# ---- design 1 ----
==> design_1/ff_map.png <==
Other sequential cells in the stronger grey, the rest of the logic in the fainter grey.
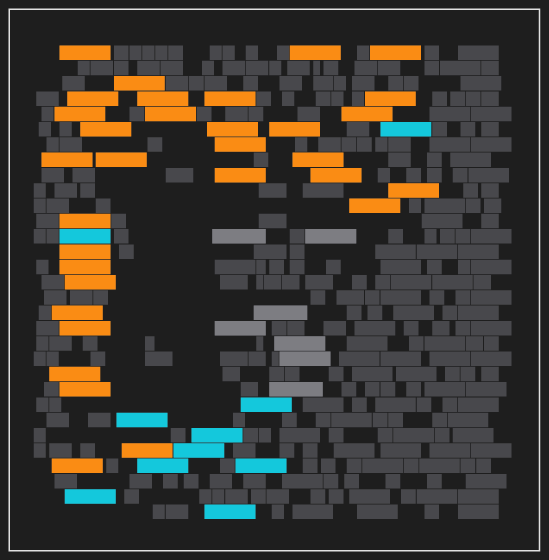
==> design_1/port_trees.png <==
The bar under the picture is 20 um long.
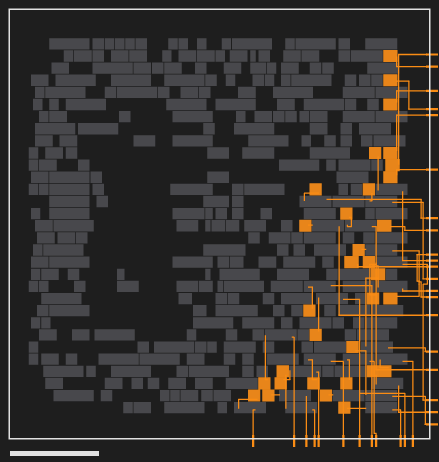
$ cat config.mk
export PLATFORM = sky130hd
export DESIGN_NAME = ram_port_arbiter
export DESIGN_NICKNAME = d
export VERILOG_FILES = /design/src/rtl/ram_port_arbiter.sv
export SDC_FILE = /design/constraint.sdc
export NUM_CORES = 1
export LEC_CHECK = 0
export CORE_AREA = 4 4 90 92
export DETAILED_ROUTE_END_ITERATION = 10
export DIE_AREA = 0 0 94 96
export DONT_BUFFER_PORTS = 1
export SYNTH_ARGS = -nofsm -noshare
export SYNTH_HDL_FRONTEND = slang
export SYNTH_SLANG_ARGS = --single-unit
$ cat constraint.sdc
create_clock -name clk -period 1.8 [get_ports clk]
set_input_delay 0.45 -clock clk [delete_from_list [all_inputs] [get_ports clk]]
set_output_delay 0.45 -clock clk [all_outputs]
set_load 0.1 [all_outputs]
$ cat src/rtl/ram_port_arbiter.sv
// ram_port_arbiter: shares one single-ported data RAM between the CPU
// load/store path and a debug/loader port, one access per cycle.
//
// Ports:
//   clk, reset           system clock, async active-high reset
//   cpu_* / dbg_*        requester side: req/we/addr/wdata in,
//                        gnt/rvalid/rdata out
//   ram_address/ram_data registered RAM address and write data
//   ram_rden/ram_wren    registered RAM read/write enables
//   ram_q                RAM read data, valid the cycle after a read
module ram_port_arbiter #(
    parameter int ADDR_W = 10,
    parameter int DATA_W = 32
) (
    input  logic              clk,
    input  logic              reset,

    input  logic              cpu_req,
    input  logic              cpu_we,
    input  logic [ADDR_W-1:0] cpu_addr,
    input  logic [DATA_W-1:0] cpu_wdata,
    output logic              cpu_gnt,
    output logic              cpu_rvalid,
    output logic [DATA_W-1:0] cpu_rdata,

    input  logic              dbg_req,
    input  logic              dbg_we,
    input  logic [ADDR_W-1:0] dbg_addr,
    input  logic [DATA_W-1:0] dbg_wdata,
    output logic              dbg_gnt,
    output logic              dbg_rvalid,
    output logic [DATA_W-1:0] dbg_rdata,

    output logic [ADDR_W-1:0] ram_address,
    output logic [DATA_W-1:0] ram_data,
    output logic              ram_rden,
    output logic              ram_wren,
    input  logic [DATA_W-1:0] ram_q
);

    typedef enum logic {
        OWN_CPU = 1'b0,
        OWN_DBG = 1'b1
    } owner_e;

    owner_e            last_owner_q, last_owner_d;
    logic              cpu_gnt_q, cpu_gnt_d;
    logic              dbg_gnt_q, dbg_gnt_d;
    logic [ADDR_W-1:0] addr_q, addr_d;
    logic [DATA_W-1:0] data_q, data_d;
    logic              rden_q, rden_d;
    logic              wren_q, wren_d;
    logic              rd_valid_q, rd_valid_d;
    owner_e            rd_owner_q, rd_owner_d;

    logic cpu_elig;
    logic dbg_elig;
    logic cpu_win;
    logic dbg_win;

    // A port that holds the RAM this cycle sits out the next decision,
    // so a lone requester gets at most every other cycle.
    always_comb begin
        cpu_elig = cpu_req & ~cpu_gnt_q;
        dbg_elig = dbg_req & ~dbg_gnt_q;
        cpu_win  = cpu_elig & (~dbg_elig | (last_owner_q == OWN_DBG));
        dbg_win  = dbg_elig & (~cpu_elig | (last_owner_q == OWN_CPU));
    end

    always_comb begin
        last_owner_d = last_owner_q;
        addr_d       = addr_q;
        data_d       = data_q;
        cpu_gnt_d    = cpu_win;
        dbg_gnt_d    = dbg_win;
        rden_d       = 1'b0;
        wren_d       = 1'b0;
        // The read on the pins now returns ram_q next cycle; tag it
        // with whichever port holds the pins now.
        rd_valid_d   = rden_q;
        rd_owner_d   = dbg_gnt_q ? OWN_DBG : OWN_CPU;

        if (cpu_win) begin
            last_owner_d = OWN_CPU;
            addr_d       = cpu_addr;
            data_d       = cpu_wdata;
            wren_d       = cpu_we;
            rden_d       = ~cpu_we;
        end else if (dbg_win) begin
            last_owner_d = OWN_DBG;
            addr_d       = dbg_addr;
            data_d       = dbg_wdata;
            wren_d       = dbg_we;
            rden_d       = ~dbg_we;
        end
    end

    always_ff @(posedge clk or posedge reset) begin
        if (reset) begin
            last_owner_q <= OWN_DBG;
            cpu_gnt_q    <= 1'b0;
            dbg_gnt_q    <= 1'b0;
            addr_q       <= '0;
            data_q       <= '0;
            rden_q       <= 1'b0;
            wren_q       <= 1'b0;
            rd_valid_q   <= 1'b0;
            rd_owner_q   <= OWN_CPU;
        end else begin
            last_owner_q <= last_owner_d;
            cpu_gnt_q    <= cpu_gnt_d;
            dbg_gnt_q    <= dbg_gnt_d;
            addr_q       <= addr_d;
            data_q       <= data_d;
            rden_q       <= rden_d;
            wren_q       <= wren_d;
            rd_valid_q   <= rd_valid_d;
            rd_owner_q   <= rd_owner_d;
        end
    end

    assign cpu_gnt     = cpu_gnt_q;
    assign dbg_gnt     = dbg_gnt_q;
    assign ram_address = addr_q;
    assign ram_data    = data_q;
    assign ram_rden    = rden_q;
    assign ram_wren    = wren_q;

    assign cpu_rvalid  = rd_valid_q & (rd_owner_q == OWN_CPU);
    assign dbg_rvalid  = rd_valid_q & (rd_owner_q == OWN_DBG);
    assign cpu_rdata   = cpu_rvalid ? ram_q : '0;
    assign dbg_rdata   = dbg_rvalid ? ram_q : '0;

endmodule
==> results.cfg <==
; flow metrics
[pwr]
ir_worst_vdd_v = 0.000750

[final_timing]
setup_viol = 35
worst_slack_ps = -41.2

[floorplan]
fp_util_pct = 36.4

[yosys]
top_logic_kind = simple AND/OR/NAND/NOR gates
xor_share_pct = 0

[global_routing]
grt_antenna_before_repair = 0

[run_status]
status = finished with violations
violations = setup timing

[routing]
post_drt_wl_per_cell_um = 21.9
drt_pass1_iterations = 4
drt_iter0_drc = 80

[hold_path]
min_path_type = in2reg

[layout]
post_route_cells_drive_above_1_share_pct = 69.5

[critical_path]
crit-reg2reg-launch = dbg_gnt$_DFF_PP0_
cp.arrival_ps = 1390
slowest_delay_ps = 430

[placement]
place_ws_ps = 236
Notes on design_1/ff_map.png above:
colour	name in the netlist	flops
cyan	ram_address	10
orange	ram_data	32

Notes on design_1/port_trees.png above:
colour	port	direction	end cells	wire
orange	cpu_rdata	output	32	731 um

[power breakdown]
group / internal (W) / switching [W] / total [W]
Sequential: 0.00137 / 0.000190 / 0.00156
Combinational: 0.00109 / 0.00323 / 0.00432
Clock: 0.000312 / 0.000356 / 0.000668
Total: 0.00277 / 0.00378 / 0.00655
[synth_stat cells, types with 3 or more instances]
cell type | instances | area (um^2)
dfrtp_1 | 48 | 1200
or3_1 | 42 | 263
o221a_2 | 39 | 439
and2_1 | 33 | 206
and3_1 | 32 | 200
clkbuf_1 | 13 | 48.8
buf_2 | 9 | 45.0
buf_6 | 6 | 67.6
inv_1 | 3 | 11.3
o221a_1 | 3 | 33.8
[how the worst max path moves through the flow]
stage	depth (start not counted)	slack [ps]	to
detailed placement	4	240	ram_data[28]$_DFFE_PP0P_
global placement	4	280	ram_data[21]$_DFFE_PP0P_
floorplan	3	-100	cpu_rdata[22]
global route	4	-120	cpu_rdata[19]
CTS	4	-70	cpu_rdata[1]
finish	4	-40	cpu_rdata[14]
[per-layer routing]
metal  GRT usage, %  vias to the layer above  part of all wire, %
li1               -                     1084                    -
met1           20.6                     1156                   33
met2           38.1                      136                   54
met3           6.72                       13                   10
met4           6.74                        0                  2.4
met5              0                        -                    0

# ---- design 2 ----
==> design_2/m1.png <==
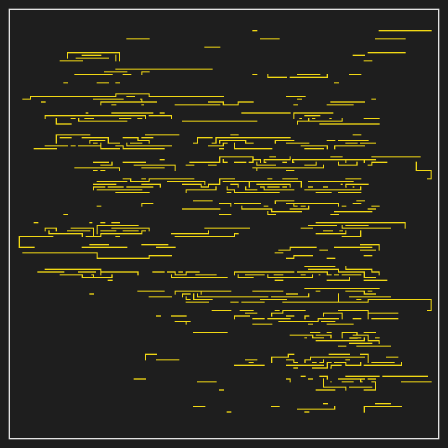
==> design_2/ff_map.png <==
Other sequential cells in the stronger grey, the rest of the logic in the fainter grey.
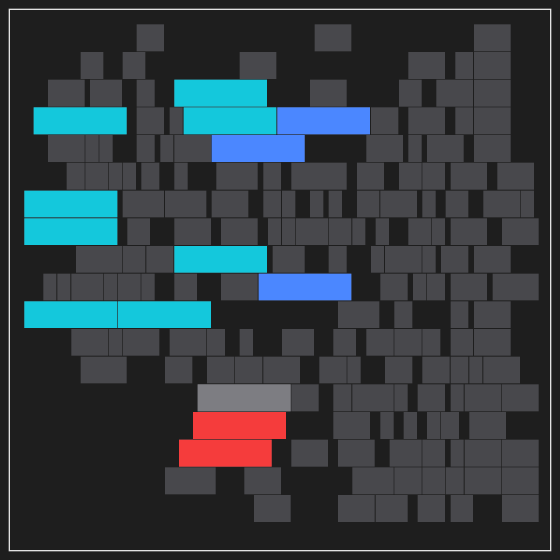
## config.mk

```make
export PLATFORM = sky130hd
export DESIGN_NAME = multicycle_ctrl
export DESIGN_NICKNAME = d
export VERILOG_FILES = /design/src/rtl/multicycle_ctrl.sv
export SDC_FILE = /design/constraint.sdc
export NUM_CORES = 1
export LEC_CHECK = 0
export CAP_MARGIN = 20
export CORE_MARGIN = 1
export CORE_UTILIZATION = 42
export DETAILED_ROUTE_END_ITERATION = 6
export PLACE_DENSITY = 0.94
export SYNTH_ARGS = -nofsm -noshare
export SYNTH_HDL_FRONTEND = slang
export SYNTH_SLANG_ARGS = --single-unit
```

## constraint.sdc

```tcl
create_clock -name clk -period 3.47 [get_ports clk]
set_input_delay 0.694 -clock clk [delete_from_list [all_inputs] [get_ports clk]]
set_output_delay 0.694 -clock clk [all_outputs]
set_load 0.01 [all_outputs]
```

## src/rtl/multicycle_ctrl.sv

```systemverilog
// Main control FSM of the multi-cycle RV32I core.
// Sequences fetch/decode/exec/mem/wb over a shared memory port.
module multicycle_ctrl #(
  parameter int MEM_TIMEOUT = 16,
  parameter int TIMEOUT_W   = 8
) (
  input  logic        clk,
  input  logic        rst_n,
  input  logic [31:0] instr,
  input  logic        br_taken,
  input  logic        mem_rdy,
  output logic        mem_req,
  output logic        mem_we,
  output logic        mem_addr_sel,
  output logic        ir_we,
  output logic        pc_we,
  output logic [1:0]  pc_src,
  output logic        reg_we,
  output logic [1:0]  wb_sel,
  output logic [1:0]  alu_a_sel,
  output logic        alu_b_sel,
  output logic [1:0]  alu_op,
  output logic        retire,
  output logic        trap,
  output logic [1:0]  trap_cause,
  output logic [2:0]  state
);

  typedef enum logic [2:0] {
    S_IDLE   = 3'd0,
    S_FETCH  = 3'd1,
    S_DECODE = 3'd2,
    S_EXEC   = 3'd3,
    S_MEM    = 3'd4,
    S_WB     = 3'd5,
    S_TRAP   = 3'd6
  } state_t;

  localparam logic [TIMEOUT_W-1:0] LIMIT =
    TIMEOUT_W'(MEM_TIMEOUT);

  state_t cur, nxt;
  logic [TIMEOUT_W-1:0] cnt, cnt_nxt;
  logic       trap_q, trap_nxt;
  logic [1:0] cause_q, cause_nxt;

  logic [6:0] opc;
  logic is_r, is_i, is_ld, is_s, is_b;
  logic is_lui, is_auipc, is_jal, is_jalr, is_fence;
  logic legal, rd_nz, tmo, alu_phase;
  logic unused_instr;

  assign opc      = instr[6:0];
  assign rd_nz    = |instr[11:7];
  assign is_r     = opc == 7'b0110011;
  assign is_i     = opc == 7'b0010011;
  assign is_ld    = opc == 7'b0000011;
  assign is_s     = opc == 7'b0100011;
  assign is_b     = opc == 7'b1100011;
  assign is_lui   = opc == 7'b0110111;
  assign is_auipc = opc == 7'b0010111;
  assign is_jal   = opc == 7'b1101111;
  assign is_jalr  = opc == 7'b1100111;
  assign is_fence = opc == 7'b0001111;
  assign legal    = is_r | is_i | is_ld | is_s | is_b |
                    is_lui | is_auipc | is_jal |
                    is_jalr | is_fence;
  assign unused_instr = ^instr[31:12];

  // rdy in the limit cycle wins over the timeout
  assign tmo = (MEM_TIMEOUT != 0) && (cnt == LIMIT) &&
               !mem_rdy;

  assign alu_phase = (cur == S_EXEC) || (cur == S_MEM) ||
                     (cur == S_WB);

  always_ff @(posedge clk or negedge rst_n) begin
    if (!rst_n) begin
      cur     <= S_IDLE;
      cnt     <= '0;
      trap_q  <= 1'b0;
      cause_q <= 2'd0;
    end else begin
      cur     <= nxt;
      cnt     <= cnt_nxt;
      trap_q  <= trap_nxt;
      cause_q <= cause_nxt;
    end
  end

  always_comb begin
    nxt          = cur;
    cnt_nxt      = '0;
    trap_nxt     = trap_q;
    cause_nxt    = cause_q;
    mem_req      = 1'b0;
    mem_we       = 1'b0;
    mem_addr_sel = 1'b0;
    ir_we        = 1'b0;
    pc_we        = 1'b0;
    pc_src       = 2'd0;
    reg_we       = 1'b0;
    wb_sel       = 2'd0;
    alu_a_sel    = 2'd0;
    alu_b_sel    = 1'b0;
    alu_op       = 2'd0;
    retire       = 1'b0;

    if (alu_phase) begin
      unique case (1'b1)
        is_r: alu_op = 2'd1;
        is_i: begin
          alu_b_sel = 1'b1;
          alu_op    = 2'd1;
        end
        is_ld, is_s, is_jalr: alu_b_sel = 1'b1;
        is_b: alu_op = 2'd2;
        is_lui: begin
          alu_a_sel = 2'd2;
          alu_b_sel = 1'b1;
        end
        is_auipc: begin
          alu_a_sel = 2'd1;
          alu_b_sel = 1'b1;
        end
        default: ;
      endcase
    end

    unique case (cur)
      S_IDLE: nxt = S_FETCH;
      S_FETCH: begin
        mem_req = 1'b1;
        if (mem_rdy) begin
          ir_we = 1'b1;
          nxt   = S_DECODE;
        end else if (tmo) begin
          nxt       = S_TRAP;
          trap_nxt  = 1'b1;
          cause_nxt = 2'd2;
        end else begin
          cnt_nxt = (cnt == '1) ? cnt : cnt + 1'b1;
        end
      end
      S_DECODE: begin
        if (legal) begin
          nxt = S_EXEC;
        end else begin
          nxt       = S_TRAP;
          trap_nxt  = 1'b1;
          cause_nxt = 2'd1;
        end
      end
      S_EXEC: begin
        if (is_ld || is_s) begin
          nxt = S_MEM;
        end else if (is_b) begin
          pc_we  = 1'b1;
          pc_src = br_taken ? 2'd1 : 2'd0;
          retire = 1'b1;
          nxt    = S_FETCH;
        end else if (is_fence) begin
          pc_we  = 1'b1;
          retire = 1'b1;
          nxt    = S_FETCH;
        end else begin
          nxt = S_WB;
        end
      end
      S_MEM: begin
        mem_req      = 1'b1;
        mem_addr_sel = 1'b1;
        mem_we       = is_s;
        if (mem_rdy) begin
          if (is_s) begin
            pc_we  = 1'b1;
            retire = 1'b1;
            nxt    = S_FETCH;
          end else begin
            nxt = S_WB;
          end
        end else if (tmo) begin
          nxt       = S_TRAP;
          trap_nxt  = 1'b1;
          cause_nxt = 2'd2;
        end else begin
          cnt_nxt = (cnt == '1) ? cnt : cnt + 1'b1;
        end
      end
      S_WB: begin
        reg_we = rd_nz;
        pc_we  = 1'b1;
        retire = 1'b1;
        nxt    = S_FETCH;
        if (is_ld) begin
          wb_sel = 2'd1;
        end else if (is_jal || is_jalr) begin
          wb_sel = 2'd2;
        end
        if (is_jal) begin
          pc_src = 2'd1;
        end else if (is_jalr) begin
          pc_src = 2'd2;
        end
      end
      S_TRAP: nxt = S_TRAP;
      default: nxt = S_IDLE;
    endcase
  end

  assign trap       = trap_q;
  assign trap_cause = cause_q;
  assign state      = cur;

endmodule

```

==> results.cfg <==
; flow metrics
[layout]
ff_count = 14
comb_area_um2 = 687
antenna_cells = 0
sh_seq_area_pct = 22.4

[placement]
dp_hpwl_um = 2190
dpl_cell_area_mm2 = 0.00152

[critical_path]
slowest_delay_ps = 600
cp-end-kind = primary output

[final_timing]
holdWs_ps = 479
finalClockSkew_ps = 4.08
finalHoldViolCount = 0

[hold_path]
hold_start = trap$_DFFE_PN0P_

[pwr]
pwr-share-clk_pct = 16.0
p_clk_w = 0.000118

[yosys]
netlist_area_mm2 = 0.00109
yosys-top-cells-count = 17 x nor2_1, 14 x dfrtp_1, 10 x inv_1, 10 x nor3_1, 8 x nand2_1
synth_flop_count = 14

[run_status]
status = completed

[global_routing]
grt_max_degree = 15

[cts]
clock_latency_ps = 290

[routing]
via_count = 1182
routed_wl_um = 2870
drc = 0

[floorplan]
dieArea_mm2 = 0.00281
About design_2/m1.png:
longest straight run	12.4 um
main direction	horizontal
wire length on this layer	1090 um

About design_2/ff_map.png:
colour	name in the netlist	flops
red	trap_cause	2
blue	state	3
cyan	cnt	8
not coloured	1

==> kinds of logic (layout without fill, tap and decap cells) <==
group | after synthesis | count (layout) | share of synthesized area, %
simple gates | 75 | 75 | 42.3
compound gates | 23 | 23 | 15.7
flops | 14 | 14 | 32.0
buf+inv | 14 | 57 | 6.06
fa+ha+maj | 2 | 2 | 2.29
xor+xnor | 1 | 1 | 0.800
mux | 1 | 1 | 0.914
==> per-layer routing <==
layer / track usage [%] / vias up / share of wire [%]
met5: 0 / - / 0
met2: 40.5 / 62 / 51
met4: 10.5 / 0 / 2.9
met3: 5.17 / 12 / 8.3
li1: - / 563 / -
met1: 21.7 / 545 / 38
==> timing repair <==
item / in CTS / in global routing
setup endpoints to repair: 0 / 2
hold buffers: 0 / 0
gates resized: 0 / 3
==> sequential cells by signal, summed over array words and instances (netlist names) <==
register    cells
cnt             8
trap            1
trap_cause      2
state           3
==> per-stage QoR <==
step                      util [%]  TNS, ps
after detailed placement      61.3        0
final                         63.2        0
after CTS                     62.8        0
after global placement        61.3        0
after global routing          63.2    -18.6
after floorplan                  -        0


## Gallery

Routing congestion.
picture 1
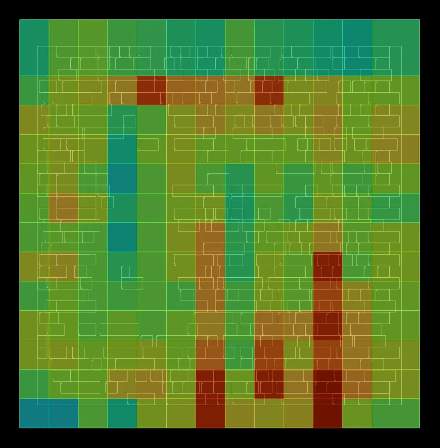
picture 2
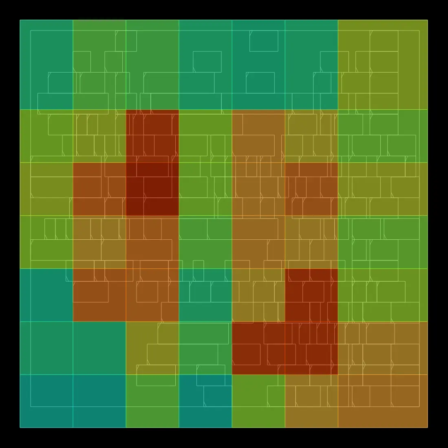
Of these, most wire per cell: picture 1
design 1: picture 1
design 2: picture 2

No activity file was given, so power comes from the tool's default toggle rates.
